# decode_stage

==> config.mk <==
export PLATFORM = sky130hd
export DESIGN_NAME = decode_stage
export DESIGN_NICKNAME = d
export VERILOG_FILES = /design/src/rtl/decode_pkg.sv /design/src/rtl/pipe_skid_buf.sv /design/src/rtl/decode_stage.sv
export SDC_FILE = /design/constraint.sdc
export NUM_CORES = 1
export LEC_CHECK = 0
export ABC_AREA = 1
export CAP_MARGIN = 20
export CORE_MARGIN = 1.5
export CORE_UTILIZATION = 45
export DETAILED_ROUTE_END_ITERATION = 8
export GPL_TIMING_DRIVEN = 0
export PLACE_DENSITY = 0.83
export SLEW_MARGIN = 20
export SYNTH_ARGS = -nofsm -noshare
export SYNTH_HDL_FRONTEND = slang
export SYNTH_SLANG_ARGS = --single-unit
==> constraint.sdc <==
create_clock -name i_clk -period 1.96 [get_ports i_clk]
set_input_delay 0.392 -clock i_clk [delete_from_list [all_inputs] [get_ports i_clk]]
set_output_delay 0.392 -clock i_clk [all_outputs]
set_load 0.02 [all_outputs]
==> src/rtl/decode_pkg.sv <==
// Shared types for the decode stage: ALU opcodes, RV32I major opcodes, decoded bundle.
// Pure declarations; no logic.
package decode_pkg;

  typedef enum logic [3:0] {
    ALU_ADD  = 4'd0,
    ALU_SUB  = 4'd1,
    ALU_SLL  = 4'd2,
    ALU_SLT  = 4'd3,
    ALU_SLTU = 4'd4,
    ALU_XOR  = 4'd5,
    ALU_SRL  = 4'd6,
    ALU_SRA  = 4'd7,
    ALU_OR   = 4'd8,
    ALU_AND  = 4'd9
  } alu_opcode_t;

  localparam logic [6:0] OPC_OP     = 7'b0110011;
  localparam logic [6:0] OPC_OP_IMM = 7'b0010011;
  localparam logic [6:0] OPC_LUI    = 7'b0110111;
  localparam logic [6:0] OPC_AUIPC  = 7'b0010111;

  localparam logic [6:0] F7_BASE = 7'b0000000;
  localparam logic [6:0] F7_ALT  = 7'b0100000;

  typedef struct packed {
    alu_opcode_t alu_op;
    logic [31:0] op1;
    logic [31:0] op2;
    logic [4:0]  rd_addr;
    logic        rd_we;
    logic [31:0] pc;
    logic        illegal;
  } decoded_t;

endpackage

==> src/rtl/pipe_skid_buf.sv <==
// Valid/ready pipeline register for an arbitrary payload; 1-cycle latency, flush drops everything held.
// REG_READY=1: 2-entry skid with flopped ready; REG_READY=0: single stage, ready = !valid | out_ready.
module pipe_skid_buf
  import decode_pkg::*;
#(
  parameter type T         = decoded_t,
  parameter bit  REG_READY = 1'b1
) (
  input  logic i_clk,
  input  logic i_rst_n,
  input  logic i_flush,
  input  logic i_in_valid,
  output logic o_in_ready,
  input  T     i_data,
  output logic o_out_valid,
  input  logic i_out_ready,
  output T     o_data
);

  if (REG_READY) begin : g_skid
    typedef enum logic [1:0] {EMPTY, ONE, TWO} skid_state_t;

    skid_state_t state_q, state_d;
    T            head_q, tail_q;
    logic        ready_q;
    logic        accept, xfer;

    assign accept = i_in_valid & ready_q & ~i_flush;
    assign xfer   = (state_q != EMPTY) & i_out_ready & ~i_flush;

    always_ff @(posedge i_clk or negedge i_rst_n) begin
      if (!i_rst_n) begin
        state_q <= EMPTY;
        ready_q <= 1'b1;
      end else begin
        state_q <= state_d;
        ready_q <= (state_d != TWO);
      end
    end

    always_comb begin
      state_d = state_q;
      if (i_flush) begin
        state_d = EMPTY;
      end else begin
        case (state_q)
          EMPTY:   if (accept) state_d = ONE;
          ONE:     if (accept && !xfer) state_d = TWO;
                   else if (!accept && xfer) state_d = EMPTY;
          TWO:     if (xfer) state_d = ONE;
          default: state_d = EMPTY;
        endcase
      end
    end

    // head_q is always the entry on the output; tail_q only fills while head stalls.
    always_ff @(posedge i_clk or negedge i_rst_n) begin
      if (!i_rst_n) begin
        head_q <= '0;
        tail_q <= '0;
      end else if (state_q == TWO) begin
        if (xfer) head_q <= tail_q;
      end else if (accept && (state_q == EMPTY || xfer)) begin
        head_q <= i_data;
      end else if (accept) begin
        tail_q <= i_data;
      end
    end

    assign o_in_ready  = ready_q;
    assign o_out_valid = (state_q != EMPTY);
    assign o_data      = head_q;
  end else begin : g_pipe
    logic valid_q;
    T     data_q;
    logic accept;

    assign o_in_ready = ~valid_q | i_out_ready;
    assign accept     = i_in_valid & o_in_ready & ~i_flush;

    always_ff @(posedge i_clk or negedge i_rst_n) begin
      if (!i_rst_n) begin
        valid_q <= 1'b0;
        data_q  <= '0;
      end else if (i_flush) begin
        valid_q <= 1'b0;
      end else if (accept) begin
        valid_q <= 1'b1;
        data_q  <= i_data;
      end else if (i_out_ready) begin
        valid_q <= 1'b0;
      end
    end

    assign o_out_valid = valid_q;
    assign o_data      = data_q;
  end

endmodule

==> src/rtl/decode_stage.sv <==
// RV32I integer decode (OP, OP-IMM, LUI, AUIPC) into ALU operands; 1-cycle latency, registered outputs.
// Backpressure via valid/ready through pipe_skid_buf; unsupported encodings flow through flagged illegal.
module decode_stage
  import decode_pkg::*;
#(
  parameter bit REG_READY = 1'b1
) (
  input  logic        i_clk,
  input  logic        i_rst_n,
  input  logic        i_flush,
  input  logic        i_in_valid,
  output logic        o_in_ready,
  input  logic [31:0] i_instr,
  input  logic [31:0] i_pc,
  output logic [4:0]  o_rs1_addr,
  output logic [4:0]  o_rs2_addr,
  input  logic [31:0] i_rs1_data,
  input  logic [31:0] i_rs2_data,
  output logic        o_out_valid,
  input  logic        i_out_ready,
  output alu_opcode_t o_alu_op,
  output logic [31:0] o_op1,
  output logic [31:0] o_op2,
  output logic [4:0]  o_rd_addr,
  output logic        o_rd_we,
  output logic [31:0] o_pc,
  output logic        o_illegal
);

  logic [6:0]  opc, f7;
  logic [2:0]  f3;
  logic [31:0] imm_i, imm_u, shamt;
  logic        legal;
  decoded_t    dec, out;

  assign o_rs1_addr = i_instr[19:15];
  assign o_rs2_addr = i_instr[24:20];

  assign opc   = i_instr[6:0];
  assign f3    = i_instr[14:12];
  assign f7    = i_instr[31:25];
  assign imm_i = {{20{i_instr[31]}}, i_instr[31:20]};
  assign imm_u = {i_instr[31:12], 12'b0};
  assign shamt = {27'b0, i_instr[24:20]};

  always_comb begin
    dec         = '0;
    dec.alu_op  = ALU_ADD;
    dec.pc      = i_pc;
    dec.rd_addr = i_instr[11:7];
    legal       = 1'b1;
    case (opc)
      OPC_OP: begin
        dec.op1 = i_rs1_data;
        dec.op2 = i_rs2_data;
        case (f3)
          3'b000:  dec.alu_op = (f7 == F7_ALT) ? ALU_SUB : ALU_ADD;
          3'b001:  dec.alu_op = ALU_SLL;
          3'b010:  dec.alu_op = ALU_SLT;
          3'b011:  dec.alu_op = ALU_SLTU;
          3'b100:  dec.alu_op = ALU_XOR;
          3'b101:  dec.alu_op = (f7 == F7_ALT) ? ALU_SRA : ALU_SRL;
          3'b110:  dec.alu_op = ALU_OR;
          default: dec.alu_op = ALU_AND;
        endcase
        if (f7 == F7_ALT) legal = (f3 == 3'b000) || (f3 == 3'b101);
        else              legal = (f7 == F7_BASE);
      end
      OPC_OP_IMM: begin
        dec.op1 = i_rs1_data;
        dec.op2 = imm_i;
        case (f3)
          3'b000: dec.alu_op = ALU_ADD;
          3'b001: begin
            dec.alu_op = ALU_SLL;
            dec.op2    = shamt;
            legal      = (f7 == F7_BASE);
          end
          3'b010: dec.alu_op = ALU_SLT;
          3'b011: dec.alu_op = ALU_SLTU;
          3'b100: dec.alu_op = ALU_XOR;
          3'b101: begin
            dec.alu_op = (f7 == F7_ALT) ? ALU_SRA : ALU_SRL;
            dec.op2    = shamt;
            legal      = (f7 == F7_BASE) || (f7 == F7_ALT);
          end
          3'b110:  dec.alu_op = ALU_OR;
          default: dec.alu_op = ALU_AND;
        endcase
      end
      OPC_LUI: begin
        dec.op1 = '0;
        dec.op2 = imm_u;
      end
      OPC_AUIPC: begin
        dec.op1 = i_pc;
        dec.op2 = imm_u;
      end
      default: legal = 1'b0;
    endcase
    // Illegal bundles carry no operands so execute can treat them as a harmless ADD.
    if (!legal) begin
      dec.alu_op = ALU_ADD;
      dec.op1    = '0;
      dec.op2    = '0;
    end
    dec.illegal = ~legal;
    dec.rd_we   = legal && (dec.rd_addr != 5'd0);
  end

  pipe_skid_buf #(
    .T         (decoded_t),
    .REG_READY (REG_READY)
  ) u_skid (
    .i_clk       (i_clk),
    .i_rst_n     (i_rst_n),
    .i_flush     (i_flush),
    .i_in_valid  (i_in_valid),
    .o_in_ready  (o_in_ready),
    .i_data      (dec),
    .o_out_valid (o_out_valid),
    .i_out_ready (i_out_ready),
    .o_data      (out)
  );

  assign o_alu_op  = out.alu_op;
  assign o_op1     = out.op1;
  assign o_op2     = out.op2;
  assign o_rd_addr = out.rd_addr;
  assign o_rd_we   = out.rd_we;
  assign o_pc      = out.pc;
  assign o_illegal = out.illegal;

endmodule

# dart_game_ctrl

$ cat config.mk
export PLATFORM = sky130hd
export DESIGN_NAME = dart_game_ctrl
export DESIGN_NICKNAME = d
export VERILOG_FILES = /design/src/rtl/dart_pkg.sv /design/src/rtl/dart_hit_value.sv /design/src/rtl/dart_game_ctrl.sv
export SDC_FILE = /design/constraint.sdc
export NUM_CORES = 1
export LEC_CHECK = 0
export ABC_AREA = 1
export CAP_MARGIN = 20
export CORE_MARGIN = 5
export CORE_UTILIZATION = 44
export CTS_CLUSTER_DIAMETER = 30
export CTS_CLUSTER_SIZE = 25
export DETAILED_ROUTE_END_ITERATION = 7
export HOLD_SLACK_MARGIN = 0.03
export PLACE_DENSITY_LB_ADDON = 0.1
export SLEW_MARGIN = 30
export SYNTH_ARGS = -nofsm -noshare
export SYNTH_HDL_FRONTEND = slang
export SYNTH_HIERARCHICAL = 1
export SYNTH_SLANG_ARGS = --single-unit
export TNS_END_PERCENT = 50
$ cat constraint.sdc
create_clock -name clk -period 2.1 [get_ports clk]
set_input_delay 0.42 -clock clk [delete_from_list [all_inputs] [get_ports clk]]
set_output_delay 0.42 -clock clk [all_outputs]
set_load 0.01 [all_outputs]
$ cat src/rtl/dart_pkg.sv
// Shared constants, FSM encoding and dart scoring helper
// for the two-player dart game controller.
package dart_pkg;

    localparam int START_PT       = 301;
    localparam int DARTS_PER_TURN = 3;
    localparam int BULL           = 25;
    localparam int SCORE_W        = 7;
    localparam int PT_W           = 9;
    localparam int CNT_W          = 4;

    typedef enum logic [1:0] {
        IDLE,
        CALC,
        APPLY,
        OVER
    } state_t;

    // Legal segments are 1..20 with any multiplier, or bull single/double.
    function automatic logic hit_ok(
        input logic [4:0] base,
        input logic [1:0] mult
    );
        return (mult != 2'd0) &&
               ((base <= 5'd20) ||
                (base == 5'(BULL) && mult != 2'd3));
    endfunction

endpackage

$ cat src/rtl/dart_hit_value.sv
// Holds the latched dart and registers its checked score
// (base*mult, or 0 for an illegal dart).
module dart_hit_value
    import dart_pkg::*;
(
    input  logic               clk,
    input  logic               reset,
    input  logic               load_i,
    input  logic               calc_i,
    input  logic [4:0]         base_i,
    input  logic [1:0]         mult_i,
    output logic [SCORE_W-1:0] score_o
);

    logic [4:0]         base_q;
    logic [1:0]         mult_q;
    logic [SCORE_W-1:0] prod;
    logic               valid;

    always_comb begin
        valid = hit_ok(base_q, mult_q);
        prod  = SCORE_W'(base_q) * SCORE_W'(mult_q);
    end

    always_ff @(posedge clk or posedge reset) begin
        if (reset) begin
            base_q  <= '0;
            mult_q  <= '0;
            score_o <= '0;
        end else begin
            if (load_i) begin
                base_q <= base_i;
                mult_q <= mult_i;
            end
            if (calc_i) begin
                score_o <= valid ? prod : '0;
            end
        end
    end

endmodule

$ cat src/rtl/dart_game_ctrl.sv
// Two-player countdown dart game: latches a hit, scores it,
// then applies it to the active player's points.
module dart_game_ctrl #(
    parameter int START_PT       = dart_pkg::START_PT,
    parameter int DARTS_PER_TURN = dart_pkg::DARTS_PER_TURN
) (
    input  logic       clk,
    input  logic       reset,
    input  logic       hit_valid_i,
    input  logic [4:0] hit_base_i,
    input  logic [1:0] hit_mult_i,
    output logic       busy_o,
    output logic       player_1_done_o,
    output logic       player_2_done_o,
    output logic       player_1_win_o,
    output logic       player_2_win_o,
    output logic [8:0] player_1_pt_o,
    output logic [8:0] player_2_pt_o,
    output logic       game_set_o
);

    import dart_pkg::*;

    state_t             state;
    state_t             state_nx;
    logic               act;
    logic               oth;
    logic [CNT_W-1:0]   cnt;
    logic [PT_W-1:0]    pts   [2];
    logic [PT_W-1:0]    start [2];
    logic [1:0]         done_q;
    logic [1:0]         win_q;
    logic               set_q;
    logic [SCORE_W-1:0] score;
    logic [PT_W-1:0]    rem;
    logic [PT_W-1:0]    score_w;
    logic               hit_win;
    logic               hit_bust;
    logic               last_dart;
    logic               load;
    logic               calc;

    assign load = (state == IDLE) && hit_valid_i;
    assign calc = (state == CALC);

    dart_hit_value u_hit (
        .clk     (clk),
        .reset   (reset),
        .load_i  (load),
        .calc_i  (calc),
        .base_i  (hit_base_i),
        .mult_i  (hit_mult_i),
        .score_o (score)
    );

    always_comb begin
        oth       = ~act;
        rem       = pts[act];
        score_w   = PT_W'(score);
        hit_win   = (score_w == rem);
        hit_bust  = (score_w > rem);
        last_dart = (cnt == CNT_W'(DARTS_PER_TURN - 1));
    end

    always_comb begin
        state_nx = state;
        unique case (state)
            IDLE:    if (hit_valid_i) state_nx = CALC;
            CALC:    state_nx = APPLY;
            APPLY:   state_nx = hit_win ? OVER : IDLE;
            OVER:    state_nx = OVER;
            default: state_nx = IDLE;
        endcase
    end

    // A bust or the last dart hands over; the next player's
    // current points become their turn-start value.
    always_ff @(posedge clk or posedge reset) begin
        if (reset) begin
            state    <= IDLE;
            act      <= 1'b0;
            cnt      <= '0;
            pts[0]   <= PT_W'(START_PT);
            pts[1]   <= PT_W'(START_PT);
            start[0] <= PT_W'(START_PT);
            start[1] <= PT_W'(START_PT);
            done_q   <= '0;
            win_q    <= '0;
            set_q    <= 1'b0;
        end else begin
            state  <= state_nx;
            done_q <= '0;
            if (state == APPLY) begin
                done_q[act] <= 1'b1;
                if (hit_win) begin
                    pts[act]   <= '0;
                    win_q[act] <= 1'b1;
                    set_q      <= 1'b1;
                end else if (hit_bust) begin
                    pts[act]   <= start[act];
                    act        <= oth;
                    cnt        <= '0;
                    start[oth] <= pts[oth];
                end else begin
                    pts[act] <= rem - score_w;
                    if (last_dart) begin
                        act        <= oth;
                        cnt        <= '0;
                        start[oth] <= pts[oth];
                    end else begin
                        cnt <= cnt + 1'b1;
                    end
                end
            end
        end
    end

    assign busy_o          = (state == CALC) || (state == APPLY);
    assign player_1_done_o = done_q[0];
    assign player_2_done_o = done_q[1];
    assign player_1_win_o  = win_q[0];
    assign player_2_win_o  = win_q[1];
    assign player_1_pt_o   = pts[0];
    assign player_2_pt_o   = pts[1];
    assign game_set_o      = set_q;

endmodule

# sar_sample_timer_flat

<file path="src/rtl/sar_sample_timer_if.sv">
// Control/status bundle between the SAR sample timer and its consumers.
// The master side programs the period/window/channels; the slave side returns the strobes.
interface sar_sample_timer_if #(
  parameter int CNT_W = 8,
  parameter int N_CH  = 4,
  parameter int CH_W  = (N_CH > 1) ? $clog2(N_CH) : 1
);

  logic             enable;
  logic [CNT_W-1:0] div_ratio;
  logic [CNT_W-1:0] acq_len;
  logic [N_CH-1:0]  ch_mask;

  logic             sample_pulse;
  logic             acq;
  logic             conv_start;
  logic [CH_W-1:0]  ch_sel;
  logic             busy;

  modport master (
    output enable,
    output div_ratio,
    output acq_len,
    output ch_mask,
    input  sample_pulse,
    input  acq,
    input  conv_start,
    input  ch_sel,
    input  busy
  );

  modport slave (
    input  enable,
    input  div_ratio,
    input  acq_len,
    input  ch_mask,
    output sample_pulse,
    output acq,
    output conv_start,
    output ch_sel,
    output busy
  );

endinterface

</file>
<file path="src/rtl/sar_sample_timer.sv">
// Programmable sample/convert sequencer: period, acquisition window, convert strobe and
// round-robin channel selection, all as registered clock enables in the clk_in domain.
module sar_sample_timer #(
  parameter int CNT_W = 8,
  parameter int N_CH  = 4
) (
  input  logic                clk_in,
  input  logic                rst_n,
  sar_sample_timer_if.slave   bus
);

  localparam int CH_W = (N_CH > 1) ? $clog2(N_CH) : 1;

  typedef enum logic [1:0] {
    IDLE = 2'd0,
    ACQ  = 2'd1,
    CONV = 2'd2
  } state_e;

  state_e           state_q, state_d;
  logic [CNT_W-1:0] cnt_q, cnt_d;
  logic [CNT_W-1:0] periodEff_q, periodEff_d;
  logic [CNT_W-1:0] acqEff_q, acqEff_d;
  logic [CH_W-1:0]  chSel_q, chSel_d;
  logic             samplePulse_q, samplePulse_d;
  logic             acq_q, acq_d;
  logic             convStart_q, convStart_d;
  logic             busy_q, busy_d;

  logic [CNT_W-1:0] periodIn;
  logic [CNT_W-1:0] acqFloor;
  logic [CNT_W-1:0] acqIn;
  logic [CH_W-1:0]  nextCh;
  logic [CH_W-1:0]  candIdx;
  int               cand;
  logic             startCond;
  logic             periodEnd;
  logic             startNow;

  // Clamp the live programming inputs; they only matter at a period start.
  always_comb begin
    periodIn = (bus.div_ratio < CNT_W'(2)) ? CNT_W'(2) : bus.div_ratio;
    acqFloor = (bus.acq_len == '0) ? CNT_W'(1) : bus.acq_len;
    acqIn    = (acqFloor > (periodIn - CNT_W'(1))) ? (periodIn - CNT_W'(1)) : acqFloor;
  end

  // Round-robin search: scanning distances from N_CH down to 1 lets the nearest hit win,
  // and distance N_CH is the current channel itself, so it is only chosen as a last resort.
  always_comb begin
    nextCh  = chSel_q;
    cand    = 0;
    candIdx = '0;
    for (int k = N_CH; k >= 1; k--) begin
      cand = int'(chSel_q) + k;
      if (cand >= N_CH) begin
        cand = cand - N_CH;
      end
      candIdx = CH_W'(cand);
      if (bus.ch_mask[candIdx]) begin
        nextCh = candIdx;
      end
    end
  end

  always_comb begin
    startCond = bus.enable && (bus.ch_mask != '0);
    periodEnd = (state_q == CONV) && (cnt_q == (periodEff_q - CNT_W'(1)));
    startNow  = startCond && ((state_q == IDLE) || periodEnd);
  end

  // Next-state logic; the shadow period/window are only reloaded at a period start so that
  // mid-period reprogramming cannot disturb the period in flight.
  always_comb begin
    state_d     = state_q;
    cnt_d       = cnt_q;
    periodEff_d = periodEff_q;
    acqEff_d    = acqEff_q;
    chSel_d     = chSel_q;

    if (startNow) begin
      state_d     = ACQ;
      cnt_d       = '0;
      periodEff_d = periodIn;
      acqEff_d    = acqIn;
      chSel_d     = nextCh;
    end else begin
      case (state_q)
        IDLE: begin
          cnt_d = '0;
        end
        ACQ: begin
          cnt_d = cnt_q + CNT_W'(1);
          if (cnt_q == (acqEff_q - CNT_W'(1))) begin
            state_d = CONV;
          end
        end
        CONV: begin
          if (periodEnd) begin
            state_d = IDLE;
            cnt_d   = '0;
          end else begin
            cnt_d = cnt_q + CNT_W'(1);
          end
        end
        default: begin
          state_d = IDLE;
          cnt_d   = '0;
        end
      endcase
    end
  end

  // Outputs are decoded from the next state and registered, so they are glitch-free enables.
  always_comb begin
    samplePulse_d = startNow;
    acq_d         = (state_d == ACQ);
    convStart_d   = (state_q == ACQ) && (state_d == CONV);
    busy_d        = (state_d != IDLE);
  end

  always_ff @(posedge clk_in or negedge rst_n) begin
    if (!rst_n) begin
      state_q       <= IDLE;
      cnt_q         <= '0;
      periodEff_q   <= CNT_W'(2);
      acqEff_q      <= CNT_W'(1);
      chSel_q       <= CH_W'(N_CH - 1);
      samplePulse_q <= 1'b0;
      acq_q         <= 1'b0;
      convStart_q   <= 1'b0;
      busy_q        <= 1'b0;
    end else begin
      state_q       <= state_d;
      cnt_q         <= cnt_d;
      periodEff_q   <= periodEff_d;
      acqEff_q      <= acqEff_d;
      chSel_q       <= chSel_d;
      samplePulse_q <= samplePulse_d;
      acq_q         <= acq_d;
      convStart_q   <= convStart_d;
      busy_q        <= busy_d;
    end
  end

  assign bus.sample_pulse = samplePulse_q;
  assign bus.acq          = acq_q;
  assign bus.conv_start   = convStart_q;
  assign bus.ch_sel       = chSel_q;
  assign bus.busy         = busy_q;

endmodule

</file>
<file path="src/flat_wrapper.sv">
// flat-port wrapper written by rule: the top's interface ports become plain ports
module sar_sample_timer_flat 
#(
  parameter int CNT_W = 8,
  parameter int N_CH  = 4
)
  (clk_in, rst_n, bus_enable, bus_div_ratio, bus_acq_len, bus_ch_mask, bus_sample_pulse, bus_acq, bus_conv_start, bus_ch_sel, bus_busy);
  sar_sample_timer_if #(.CNT_W(CNT_W), .N_CH(N_CH)) bus_i ();
  input  logic clk_in;
  input  logic rst_n;
  input wire logic [$bits(bus_i.enable)-1:0] bus_enable;
  input wire logic [$bits(bus_i.div_ratio)-1:0] bus_div_ratio;
  input wire logic [$bits(bus_i.acq_len)-1:0] bus_acq_len;
  input wire logic [$bits(bus_i.ch_mask)-1:0] bus_ch_mask;
  output wire logic [$bits(bus_i.sample_pulse)-1:0] bus_sample_pulse;
  output wire logic [$bits(bus_i.acq)-1:0] bus_acq;
  output wire logic [$bits(bus_i.conv_start)-1:0] bus_conv_start;
  output wire logic [$bits(bus_i.ch_sel)-1:0] bus_ch_sel;
  output wire logic [$bits(bus_i.busy)-1:0] bus_busy;
  assign bus_i.enable = bus_enable;
  assign bus_i.div_ratio = bus_div_ratio;
  assign bus_i.acq_len = bus_acq_len;
  assign bus_i.ch_mask = bus_ch_mask;
  assign bus_sample_pulse = bus_i.sample_pulse;
  assign bus_acq = bus_i.acq;
  assign bus_conv_start = bus_i.conv_start;
  assign bus_ch_sel = bus_i.ch_sel;
  assign bus_busy = bus_i.busy;
  sar_sample_timer #(.CNT_W(CNT_W), .N_CH(N_CH)) u_core (.clk_in(clk_in), .rst_n(rst_n), .bus(bus_i));
endmodule
</file>
<file path="config.mk">
export PLATFORM = sky130hd
export DESIGN_NAME = sar_sample_timer_flat
export DESIGN_NICKNAME = d
export VERILOG_FILES = /design/src/rtl/sar_sample_timer_if.sv /design/src/rtl/sar_sample_timer.sv /design/src/flat_wrapper.sv
export SDC_FILE = /design/constraint.sdc
export NUM_CORES = 1
export LEC_CHECK = 0
export CAP_MARGIN = 5
export CELL_PAD_IN_SITES_DETAIL_PLACEMENT = 0
export CELL_PAD_IN_SITES_GLOBAL_PLACEMENT = 1
export CORE_MARGIN = 1
export CORE_UTILIZATION = 44
export CTS_CLUSTER_SIZE = 10
export DETAILED_ROUTE_END_ITERATION = 7
export PLACE_DENSITY_LB_ADDON = 0.05
export REMOVE_ABC_BUFFERS = 1
export SLEW_MARGIN = 20
export SYNTH_ARGS = -nofsm -noshare
export SYNTH_HDL_FRONTEND = slang
export SYNTH_SLANG_ARGS = --single-unit
</file>
<file path="constraint.sdc">
create_clock -name clk_in -period 3.2 [get_ports clk_in]
set_input_delay 0.48 -clock clk_in [delete_from_list [all_inputs] [get_ports clk_in]]
set_output_delay 0.48 -clock clk_in [all_outputs]
set_load 0.02 [all_outputs]
</file>
**decode_stage: register map, names as in the netlist**

Bar = 50 um. Other sequential cells in the stronger gray, the rest of the logic in the fainter gray.
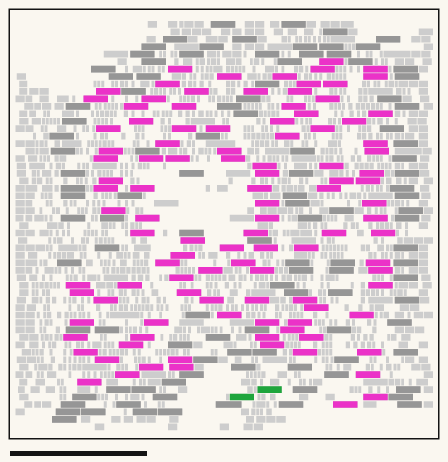
| netlist name | color | sequential cells |
|---|---|---|
| u_skid.g_skid.tail_q | magenta | 107 |
| u_skid.g_skid.state_q | green | 2 |

**decode_stage: signal wires by layer**

Bar = 50 um.
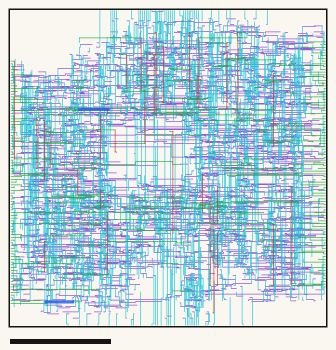
| layer | color | wire length |
|---|---|---|
| metal 5 | blue | 26.7 um |
| metal 3 | green | 2,890 um |
| metal 4 | red | 869 um |
| metal 2 | cyan | 16,500 um |
| metal 1 | purple | 14,100 um |

==> results_slide.txt, decode_stage <==
Synthesis and Place & Route Summary

Run status
  • Status: finished clean

Global route
  • First-pass GRT wire length: 53,540 um
  • GR Overflow Total: 0

Synth
  • Compound Share, Synth: 9.572%
  • Most frequent cell after synthesis: nand2_1
  • Mapped cell area: 0.01056 sq mm
  • Ys Warns: 0
  • Syn Nets: 1,578
  • Cells after Synth: 1,445
  • Top cells by area: dfrtp_1 (51%), nand2_1 (22%), nor2_1 (7.0%)
  • Dominant register cell: dfrtp_1

STA
  • Tcrit/Tclk final: 98.61%
  • Clk_skew: 12.91 ps
  • Final Hold Viols: 0

Final layout
  • Final std cells w/o fill: 2,056
  • Flop share of the area: 37.52%
  • Non-clock buffer share of cell area: 21.93%
  • # fillers: 1,994
  • Post-route cell area: 0.01448 sq mm
  • Biggest Area Class: flip-flops and latches

CTS
  • Post-cts resize count: 29
  • Latency at later pin: 510 ps

Drt
  • Initial DRC Count: 981
  • M1 WL: 14,120 um
  • Wire per inst: 16.73 um
  • WL met3: 2893 um

Floorplanning
  • Core Rows: 55
  • Die X: 156.2 um
  • FP Util: 46.23%

Placed design
  • Placed Area: 0.01353 sq mm
  • Post-DP HPWL: 25,140 um
  • Pre-CTS WS: -930.2 ps

Critical path
  • R2r worst-path depth: 8
  • FF-to-FF setup slack: 120 ps
  • Crit path depth: 1
[decode_stage: state kept, by name (all words and copies together) (netlist names)]
name                   flops
u_skid.g_skid.state_q      2
u_skid.o_data            107
u_skid.o_in_ready          1
u_skid.g_skid.tail_q     107
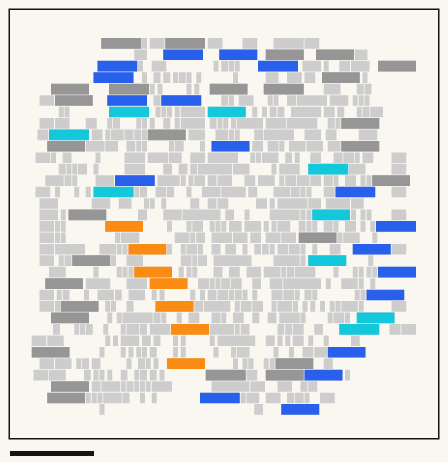
**Above:** dart_game_ctrl (register map, names as in the netlist).
Bar = 20 um. Other sequential cells in the stronger gray, the rest of the logic in the fainter gray.
| netlist name | color | sequential cells |
|---|---|---|
| u_hit/score_o | orange | 7 |
| start | blue | 18 |
| player_1_pt_o | cyan | 9 |

==> results_slide.txt, dart_game_ctrl <==
Synthesis and Place & Route Summary

Run status
  • Status: finished with violations
  • Failing checks: setup timing

Synth
  • Commonest cells post-synth: nand2_1 (169), inv_1 (65), dfrtp_1 (42), o21ai_0 (31), nand3_1 (28)
  • Main logic family: simple AND/OR/NAND/NOR gates
  • Synth Area in Simple Gates: 30.06%
  • Adder Area Share: 7.160%
  • Yosys top cell area share: 28.37%
  • Registers, synthesis: 62
  • EDFF count, synth: 0
  • XOR-XNOR Cells, Area Fraction: 0.7092%

STA
  • Setup ws final: -75.48 ps
  • Slew Viols, Final: 0
  • Worst-Margin Slew: 531.4 ps
  • Final Hold Viols: 0
  • Tcrit/Tclk final: 103.6%
  • Period minus WS final: 2175 ps
  • Setup tns final: -586.5 ps
  • Hold WS: 436.5 ps
  • Finish-stage setup viols: 22

Global route
  • Initial antenna violation count: 0
  • Met1 Use GR: 23.76%
  • First-pass GRT wire length: 14,890 um
  • M3 GR Usage: 3.168%
  • GRT Overall Usage: 18.47%
  • GR peak layer: met2

Drt
  • WL met3: 271 um
  • Antenna Nets Post-Route: 0
  • DRT Pass-1 Iters: 4
  • Number of remaining DRC errors: 0
  • Via density: 4.900

Final layout
  • Most instantiated logic cells after routing: nand2_1 (143), inv_1 (59), dfrtp_1 (42)
  • Non-clock buffer total of the final layout: 82
  • Register Area: 0.001577 sq mm
  • Reg with most FFs: start
  • Comb gate area: 0.002116 sq mm
  • # clk buffers: 12
  • FFs & Latches: 62
  • Inverters: 72
  • Biggest Area Class: combinational gates

Floorplanning
  • # IOs: 34
  • Die X: 101.8 um
  • FP Util: 45.09%
  • Core Rows: 33
  • Core Footprint: 0.008217 sq mm

Placed design
  • Pre-CTS WS: -192.9 ps
  • Placed Area: 0.004447 sq mm
  • Post-DP HPWL: 6311 um

Critical path
  • CP bufs+invs: 3

CTS
  • TritonCTS buffer count: 9
  • Latency at later pin: 350 ps
  • CTS Buffer Depth: 2
dart_game_ctrl: path summary, 6_finish.rpt:
path	startpoint	to	slack, ps
hold / removal	reset	state[0]$_DFFE_PP0P_	440
setup / recovery	act$_DFFE_PP0P_	start[7]$_DFFE_PP0P_	-80
hold reg to reg	game_set_o$_DFFE_PP0P_	game_set_o$_DFFE_PP0P_	470
setup reg to reg	act$_DFFE_PP0P_	start[7]$_DFFE_PP0P_	-80
max in group asynchronous	reset	u_hit/score_o[1]$_DFFE_PP0P_	1290
min in group clk	game_set_o$_DFFE_PP0P_	game_set_o$_DFFE_PP0P_	470
**sar_sample_timer_flat: logic cells by family**

Bar = 20 um.
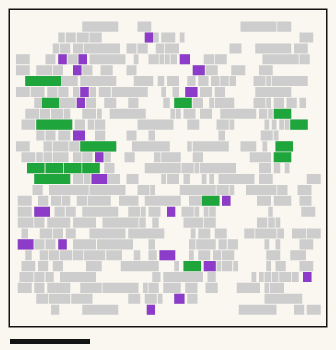
| family | color | cells |
|---|---|---|
| fa/ha/maj cells | green | 16 |
| and/or cells | purple | 22 |
logic share of the area: 54.10%
final std cells w/o fill: 411
Commonest Layout Cell: buf_4

==> results_slide.txt, sar_sample_timer_flat <==
Synthesis and Place & Route Summary

STA
  • Slew Limit Headroom: 64.35%
  • Worst-Margin Slew: 534.8 ps
  • Setup ws final: -141.2 ps
  • Finish-stage setup viols: 8
  • Tcrit/Tclk final: 104.4%
  • Final Hold Viols: 0
  • Clk_skew: 7.372 ps

CTS
  • CTS tree: yes
  • CTS root buf: clkbuf_8
  • Post-CTS setup repair buffer count: 5

Critical path
  • Max stage delay on crit path: 520 ps
  • Most frequent CP cell: buf_4

Final layout
  • Register Area: 805.8 sq um

Drt
  • Post-Route WL: 6365 um
  • Met2 wire len: 3188 um
  • Number of remaining DRC errors: 0

Placed design
  • Post-DP HPWL: 4714 um

Synth
  • Ys async rst share: 100.0%

Run status
  • Failing checks: setup timing
  • Status: finished with violations

Global route
  • Vias in the first global route: 2,342
  • M3 GR Usage: 3.563%
  • GRT Overall Usage: 22.21%
  • Largest net degree at the start of global routing: 33
sar_sample_timer_flat: tightest hold or removal path, stage by stage, from the launching register on:
cell and delay [ps]:
dfstp_2 390, o21ai_0 80, o31ai_1 70
sar_sample_timer_flat: logic make-up after synthesis:
logic type / Yosys count / share of synthesized area [%]
and+or+nand+nor: 90 / 18.96
AOI/OAI and AO/OA: 81 / 24.82
DFF: 32 / 30.92
buffers and inverters: 30 / 4.896
xor gates and xnor gates: 26 / 8.737
adders and majority gates: 16 / 7.681
muxes: 8 / 3.985

# tube_display_controller

**tube_display_controller: layout detail**

Bar = 5 um. Region (62, 92) to (82, 112) um. Cells in gray, sequential cells in the stronger gray; small squares are vias.
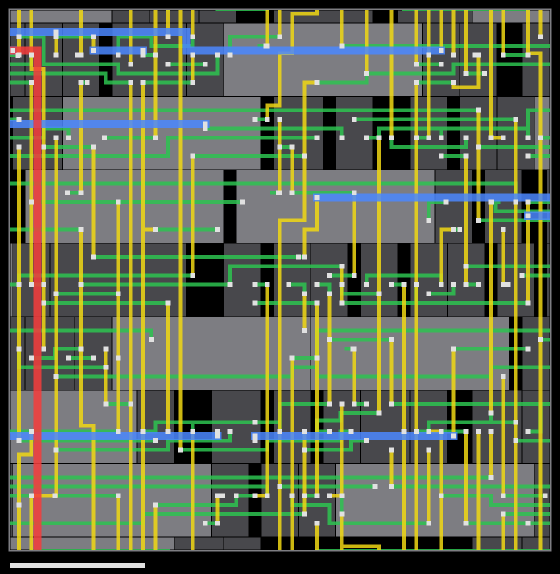
**tube_display_controller: logic cells by family**

Bar = 50 um.
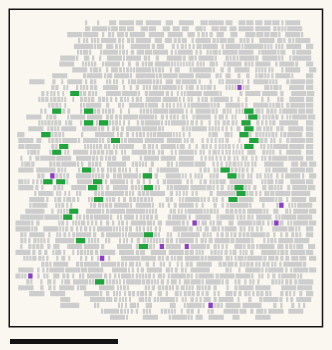
**tube_display_controller: signal wires by layer**

Bar = 50 um.
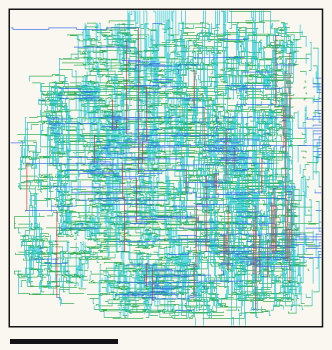
### src/rtl/tube_pkg.sv
// ---------------------------------------------------------------------------
// tube_pkg
// Shared definitions for the seven-segment tube display controller:
//   - register address map (VALUE, CTRL, BLINK, DP)
//   - CTRL bit positions (EN, LZS, DEC)
//   - state type for the sequential binary-to-BCD converter
//   - hex-to-segment decoder plus the dash and blank segment codes
// Segment vectors are ordered g..a in bits [6:0].
// ---------------------------------------------------------------------------
package tube_pkg;

    // Register select values seen on iAddr
    localparam logic [1:0] ADDR_VALUE = 2'd0;
    localparam logic [1:0] ADDR_CTRL  = 2'd1;
    localparam logic [1:0] ADDR_BLINK = 2'd2;
    localparam logic [1:0] ADDR_DP    = 2'd3;

    // Bit positions inside the CTRL register
    localparam int CTRL_EN  = 0;
    localparam int CTRL_LZS = 1;
    localparam int CTRL_DEC = 2;

    // Segment codes that are not digits
    localparam logic [6:0] SEG_DASH  = 7'h40;
    localparam logic [6:0] SEG_BLANK = 7'h00;

    // Converter state: idle, or shifting one binary bit per cycle
    typedef enum logic {
        CONV_IDLE,
        CONV_SHIFT
    } convState_e;

    // Maps a nibble to its active-high segment pattern (0-9, A, b, C, d, E, F)
    function automatic logic [6:0] hexToSeg(input logic [3:0] nibble);
        logic [6:0] seg;
        case (nibble)
            4'h0:    seg = 7'h3F;
            4'h1:    seg = 7'h06;
            4'h2:    seg = 7'h5B;
            4'h3:    seg = 7'h4F;
            4'h4:    seg = 7'h66;
            4'h5:    seg = 7'h6D;
            4'h6:    seg = 7'h7D;
            4'h7:    seg = 7'h07;
            4'h8:    seg = 7'h7F;
            4'h9:    seg = 7'h6F;
            4'hA:    seg = 7'h77;
            4'hB:    seg = 7'h7C;
            4'hC:    seg = 7'h39;
            4'hD:    seg = 7'h5E;
            4'hE:    seg = 7'h79;
            default: seg = 7'h71;
        endcase
        return seg;
    endfunction

endpackage

### src/rtl/bin_to_bcd_seq.sv
// ---------------------------------------------------------------------------
// bin_to_bcd_seq
// Sequential shift-add-3 (double dabble) binary-to-BCD converter that handles
// one binary bit per clock. A conversion of 4*DIGITS bits keeps busy_o high
// for exactly 4*DIGITS cycles. Two extra BCD digits are carried internally so
// that values needing more than DIGITS decimal digits can be flagged.
// Ports:
//   clk_i      - clock
//   rst_i      - synchronous active-high reset / abort
//   start_i    - load value_i and (re)start, discarding any conversion in flight
//   value_i    - binary value to convert (4*DIGITS bits)
//   busy_o     - high while a conversion is running
//   done_o     - single-cycle pulse on the final shift; bcd_o/overflow_o valid
//   bcd_o      - low DIGITS BCD digits of the result (valid with done_o)
//   overflow_o - result does not fit in DIGITS decimal digits (valid with done_o)
// ---------------------------------------------------------------------------
module bin_to_bcd_seq
    import tube_pkg::*;
#(
    parameter int DIGITS = 8
) (
    input  logic                clk_i,
    input  logic                rst_i,
    input  logic                start_i,
    input  logic [4*DIGITS-1:0] value_i,
    output logic                busy_o,
    output logic                done_o,
    output logic [4*DIGITS-1:0] bcd_o,
    output logic                overflow_o
);

    localparam int BITS   = 4 * DIGITS;
    localparam int WORK_W = 4 * (DIGITS + 2);
    localparam int CNT_W  = $clog2(BITS + 1);

    convState_e        state_q, state_d;
    logic [BITS-1:0]   shift_q, shift_d;
    logic [WORK_W-1:0] work_q, work_d;
    logic [CNT_W-1:0]  count_q, count_d;
    logic [WORK_W-1:0] adjusted;
    logic              lastStep;

    assign lastStep = (state_q == CONV_SHIFT) && (count_q == CNT_W'(BITS - 1));

    // State register plus datapath registers; an abort wins over everything
    always_ff @(posedge clk_i) begin
        if (rst_i) begin
            state_q <= CONV_IDLE;
            shift_q <= '0;
            work_q  <= '0;
            count_q <= '0;
        end else begin
            state_q <= state_d;
            shift_q <= shift_d;
            work_q  <= work_d;
            count_q <= count_d;
        end
    end

    // Next state: a start always (re)enters SHIFT, the last bit returns to IDLE
    always_comb begin
        state_d = state_q;
        if (start_i) begin
            state_d = CONV_SHIFT;
        end else if (lastStep) begin
            state_d = CONV_IDLE;
        end
    end

    // Add 3 to every BCD digit that is 5 or more before the next shift
    always_comb begin
        adjusted = work_q;
        for (int d = 0; d < DIGITS + 2; d++) begin
            if (work_q[4*d +: 4] >= 4'd5) begin
                adjusted[4*d +: 4] = work_q[4*d +: 4] + 4'd3;
            end
        end
    end

    // Datapath next values: load on start, otherwise shift one binary bit in
    always_comb begin
        shift_d = shift_q;
        work_d  = work_q;
        count_d = count_q;
        if (start_i) begin
            shift_d = value_i;
            work_d  = '0;
            count_d = '0;
        end else if (state_q == CONV_SHIFT) begin
            work_d  = {adjusted[WORK_W-2:0], shift_q[BITS-1]};
            shift_d = {shift_q[BITS-2:0], 1'b0};
            count_d = count_q + CNT_W'(1);
        end
    end

    // Outputs: the result is taken from the final shift so it is published
    // on the same edge busy falls. A restart or abort on that edge discards it.
    // A carry out of the top work digit cannot occur for these widths, but it
    // would also mean the value is too large, so it is folded into overflow.
    always_comb begin
        busy_o     = (state_q == CONV_SHIFT);
        done_o     = lastStep && !start_i && !rst_i;
        bcd_o      = work_d[BITS-1:0];
        overflow_o = (|work_d[WORK_W-1:BITS]) | adjusted[WORK_W-1];
    end

endmodule

### src/rtl/tube_display_controller.sv
// ---------------------------------------------------------------------------
// tube_display_controller
// Memory-mapped driver for multiplexed seven-segment tubes. The CPU writes
// VALUE/CTRL/BLINK/DP registers; the block scans one digit at a time with a
// fixed dwell, supporting hex or decimal display, leading-zero suppression,
// per-digit blink and per-digit decimal point.
// Ports:
//   iFpgaClk              - system clock
//   iFpgaRst              - synchronous active-high reset
//   iWriteEnable          - register write strobe
//   iAddr                 - register select: 0 VALUE, 1 CTRL, 2 BLINK, 3 DP
//   iWriteData            - write data (unused upper bits ignored)
//   oReadData             - registered readback of the iAddr register
//   oBusy                 - BCD conversion in progress
//   oDigitalTubeNotEnable - digit enables, active low
//   oDigitalTubeShape     - segments [6:0] = g..a, [7] = dp
// ---------------------------------------------------------------------------
module tube_display_controller
    import tube_pkg::*;
#(
    parameter int DIGITS         = 8,
    parameter int CLK_HZ         = 100000000,
    parameter int SCAN_HZ        = 1000,
    parameter int BLINK_HZ       = 2,
    parameter bit SEG_ACTIVE_LOW = 1'b0
) (
    input  logic              iFpgaClk,
    input  logic              iFpgaRst,
    input  logic              iWriteEnable,
    input  logic [1:0]        iAddr,
    input  logic [31:0]       iWriteData,
    output logic [31:0]       oReadData,
    output logic              oBusy,
    output logic [DIGITS-1:0] oDigitalTubeNotEnable,
    output logic [7:0]        oDigitalTubeShape
);

    localparam int VAL_W   = 4 * DIGITS;
    localparam int DWELL   = CLK_HZ / SCAN_HZ;
    localparam int HALF    = CLK_HZ / (2 * BLINK_HZ);
    localparam int DWELL_W = $clog2(DWELL + 1);
    localparam int HALF_W  = $clog2(HALF + 1);
    localparam int IDX_W   = (DIGITS > 1) ? $clog2(DIGITS) : 1;
    localparam logic [7:0] SEG_OFF = SEG_ACTIVE_LOW ? ~{1'b0, SEG_BLANK} : {1'b0, SEG_BLANK};

    logic [VAL_W-1:0]   value_q, value_d;
    logic [2:0]         ctrl_q, ctrl_d;
    logic [DIGITS-1:0]  blink_q, blink_d;
    logic [DIGITS-1:0]  dp_q, dp_d;
    logic [31:0]        readData_q, readData_d;
    logic [DWELL_W-1:0] dwell_q, dwell_d;
    logic [IDX_W-1:0]   scanIdx_q, scanIdx_d;
    logic [HALF_W-1:0]  blinkCnt_q, blinkCnt_d;
    logic               phaseOn_q, phaseOn_d;
    logic [VAL_W-1:0]   bcdBuf_q, bcdBuf_d;
    logic               ovf_q, ovf_d;
    logic [DIGITS-1:0]  notEn_q, notEn_d;
    logic [7:0]         shape_q, shape_d;

    logic               convStart;
    logic               convReset;
    logic               convBusy;
    logic               convDone;
    logic [VAL_W-1:0]   convBcd;
    logic               convOvf;

    logic [VAL_W-1:0]   dispDigits;
    logic [IDX_W-1:0]   highDigit;
    logic               showDash;
    logic               blank;
    logic [6:0]         segs;

    // All state registers; reset lands every register in its idle/blank value
    always_ff @(posedge iFpgaClk) begin
        if (iFpgaRst) begin
            value_q    <= '0;
            ctrl_q     <= '0;
            blink_q    <= '0;
            dp_q       <= '0;
            readData_q <= '0;
            dwell_q    <= '0;
            scanIdx_q  <= '0;
            blinkCnt_q <= '0;
            phaseOn_q  <= 1'b1;
            bcdBuf_q   <= '0;
            ovf_q      <= 1'b0;
            notEn_q    <= '1;
            shape_q    <= SEG_OFF;
        end else begin
            value_q    <= value_d;
            ctrl_q     <= ctrl_d;
            blink_q    <= blink_d;
            dp_q       <= dp_d;
            readData_q <= readData_d;
            dwell_q    <= dwell_d;
            scanIdx_q  <= scanIdx_d;
            blinkCnt_q <= blinkCnt_d;
            phaseOn_q  <= phaseOn_d;
            bcdBuf_q   <= bcdBuf_d;
            ovf_q      <= ovf_d;
            notEn_q    <= notEn_d;
            shape_q    <= shape_d;
        end
    end

    // Register writes and readback; readback shows the registers before any
    // write on the same edge
    always_comb begin
        value_d = value_q;
        ctrl_d  = ctrl_q;
        blink_d = blink_q;
        dp_d    = dp_q;
        if (iWriteEnable) begin
            case (iAddr)
                ADDR_VALUE: value_d = iWriteData[VAL_W-1:0];
                ADDR_CTRL:  ctrl_d  = iWriteData[2:0];
                ADDR_BLINK: blink_d = iWriteData[DIGITS-1:0];
                ADDR_DP:    dp_d    = iWriteData[DIGITS-1:0];
            endcase
        end
        case (iAddr)
            ADDR_VALUE: readData_d = 32'(value_q);
            ADDR_CTRL:  readData_d = {convBusy, 28'd0, ctrl_q};
            ADDR_BLINK: readData_d = 32'(blink_q);
            ADDR_DP:    readData_d = 32'(dp_q);
        endcase
    end

    // Conversion control: a VALUE write in decimal mode or switching DEC on
    // starts a conversion of the value that will be in VALUE after this edge.
    // Leaving decimal mode holds the converter idle.
    assign convStart = iWriteEnable &&
                       (((iAddr == ADDR_VALUE) && ctrl_q[CTRL_DEC]) ||
                        ((iAddr == ADDR_CTRL) && !ctrl_q[CTRL_DEC] && iWriteData[CTRL_DEC]));
    assign convReset = iFpgaRst || !ctrl_d[CTRL_DEC];

    bin_to_bcd_seq #(
        .DIGITS(DIGITS)
    ) u_bcd (
        .clk_i     (iFpgaClk),
        .rst_i     (convReset),
        .start_i   (convStart),
        .value_i   (value_d),
        .busy_o    (convBusy),
        .done_o    (convDone),
        .bcd_o     (convBcd),
        .overflow_o(convOvf)
    );

    // The displayed BCD buffer only changes when a conversion completes, so
    // the tubes never show a half-converted number
    always_comb begin
        bcdBuf_d = bcdBuf_q;
        ovf_d    = ovf_q;
        if (convDone) begin
            bcdBuf_d = convBcd;
            ovf_d    = convOvf;
        end
    end

    // Dwell counter drives the scan index; an independent free-running
    // counter toggles the blink phase
    always_comb begin
        dwell_d    = dwell_q + DWELL_W'(1);
        scanIdx_d  = scanIdx_q;
        blinkCnt_d = blinkCnt_q + HALF_W'(1);
        phaseOn_d  = phaseOn_q;
        if (dwell_q == DWELL_W'(DWELL - 1)) begin
            dwell_d   = '0;
            scanIdx_d = (scanIdx_q == IDX_W'(DIGITS - 1)) ? '0 : scanIdx_q + IDX_W'(1);
        end
        if (blinkCnt_q == HALF_W'(HALF - 1)) begin
            blinkCnt_d = '0;
            phaseOn_d  = !phaseOn_q;
        end
    end

    // Digit rendering for the current scan index. Leading-zero suppression
    // blanks digits above the highest nonzero one (digit 0 always survives)
    // and is ignored while the overflow dash is shown.
    always_comb begin
        dispDigits = ctrl_q[CTRL_DEC] ? bcdBuf_q : value_q;
        showDash   = ctrl_q[CTRL_DEC] && ovf_q;
        highDigit  = '0;
        for (int i = 0; i < DIGITS; i++) begin
            if (dispDigits[4*i +: 4] != 4'd0) begin
                highDigit = IDX_W'(i);
            end
        end
        blank = !ctrl_q[CTRL_EN] ||
                (!phaseOn_q && blink_q[scanIdx_q]) ||
                (ctrl_q[CTRL_LZS] && !showDash && (scanIdx_q > highDigit));
        segs    = showDash ? SEG_DASH : hexToSeg(dispDigits[{scanIdx_q, 2'b00} +: 4]);
        notEn_d = '1;
        shape_d = SEG_OFF;
        if (!blank) begin
            notEn_d[scanIdx_q] = 1'b0;
            shape_d = {dp_q[scanIdx_q], segs} ^ {8{SEG_ACTIVE_LOW}};
        end
    end

    assign oReadData             = readData_q;
    assign oBusy                 = convBusy;
    assign oDigitalTubeNotEnable = notEn_q;
    assign oDigitalTubeShape     = shape_q;

endmodule
### config.mk
export PLATFORM = sky130hd
export DESIGN_NAME = tube_display_controller
export DESIGN_NICKNAME = d
export VERILOG_FILES = /design/src/rtl/tube_pkg.sv /design/src/rtl/bin_to_bcd_seq.sv /design/src/rtl/tube_display_controller.sv
export SDC_FILE = /design/constraint.sdc
export NUM_CORES = 1
export LEC_CHECK = 0
export ABC_AREA = 1
export CORE_AREA = 2 2 142 144
export CTS_CLUSTER_DIAMETER = 120
export DETAILED_ROUTE_END_ITERATION = 10
export DIE_AREA = 0 0 144 146
export GPL_ROUTABILITY_DRIVEN = 0
export PLACE_DENSITY = 0.85
export SLEW_MARGIN = 20
export SYNTH_ARGS = -nofsm -noshare
export SYNTH_HDL_FRONTEND = slang
export SYNTH_SLANG_ARGS = --single-unit
export TNS_END_PERCENT = 10
### constraint.sdc
create_clock -name iFpgaClk -period 5.5 [get_ports iFpgaClk]
set_clock_uncertainty 0.05 [all_clocks]
set_input_delay 0.55 -clock iFpgaClk [delete_from_list [all_inputs] [get_ports iFpgaClk]]
set_output_delay 0.55 -clock iFpgaClk [all_outputs]
set_load 0.01 [all_outputs]
==> results_slide.txt <==
Synthesis and Place & Route Summary

Run status
  • Status: finished clean

Hold path
  • Hold wc startpoint: dwell_q[0]$_SDFF_PP0_

Final layout
  • Non-clock buffer share of cell area: 6.506%
  • # clk buffers: 40
  • Comb gate area: 0.005933 sq mm

Critical path
  • CP bufs+invs: 2
  • Worst setup SP type: flop
  • Crit path max-delay family: simple AND/OR/NAND/NOR gates
  • R2R Path Start: ctrl_q[2]$_SDFF_PP0_

CTS
  • Post-CTS setup repair buffer count: 0
  • CTS Buffer Depth: 3

Synth
  • # Cells Yosys: 1,808
  • Registers, synthesis: 257

Power and ir drop
  • Leakage: 5.830 nW
  • Sw frac: 23.26%

STA
  • Setup ws final: 2087 ps

Global route
  • First-pass GRT wire length: 51,540 um

Floorplanning
  • Die X: 144 um
About 'layout detail' of tube_display_controller:
| layer | color |
|---|---|
| metal 4 | red |
| metal 3 | blue |
| metal 1 | green |
| metal 2 | yellow |
sequential cells in the window: 9
cells with their middle in the window: 47
most frequent: nand2_1 (20), dfxtp_1 (9), inv_1 (6)
netlist names of flops here include: bcdBuf_q (6)

About 'logic cells by family' of tube_display_controller:
| family | color | cells |
|---|---|---|
| and/or cells | purple | 10 |
| fa/ha/maj cells | green | 35 |
final std cells w/o fill: 2,140
logic share of the area: 42.26%

About 'signal wires by layer' of tube_display_controller:
| layer | color | wire length |
|---|---|---|
| metal 2 | cyan | 14,600 um |
| metal 3 | blue | 2,610 um |
| metal 4 | red | 993 um |
| metal 1 | green | 13,300 um |
GRT Overall Usage: 29.74%
Post-Route WL: 31,530 um
DR vias: 11,810
wire per inst: 14.74 um

==> state kept, by name, indices dropped and copies added (netlist names), 17 cells and up <==
register and flops:
blinkCnt_q 25, dwell_q 17, bcdBuf_q 32, u_bcd.shift_q 32, u_bcd.work_q 40, oReadData 32, value_q 32
==> power by group through the flow <==
stage	sequential [mW]	clock (mW)	combinational [mW]
after global placement	1.94	0	0.258
final	1.90	1.81	0.269
after global routing	1.91	1.90	0.298
after detailed placement	1.95	0	0.262
after floorplan	1.94	0	0.173
after CTS	1.90	1.83	0.265


==> layout pictures side by side <==
Track usage over the die.
Plate I
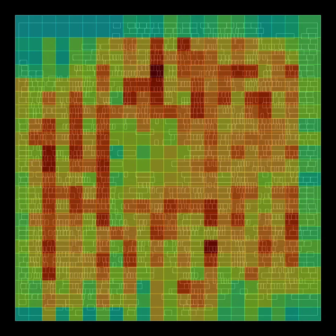
Plate II
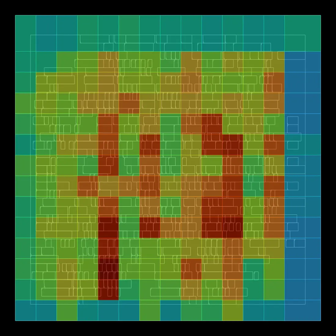
Plate III
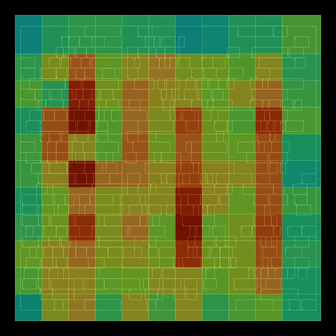
Plate IV
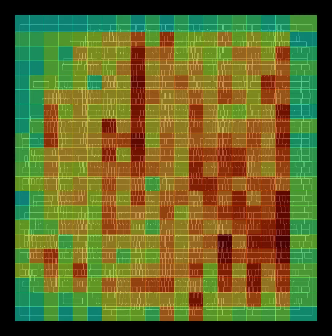
Plate I -> decode_stage
Plate IV -> tube_display_controller
Plate III -> sar_sample_timer_flat
Plate II -> dart_game_ctrl
Of these, lowest track usage: Plate II

Power and IR drop assume default switching activity.
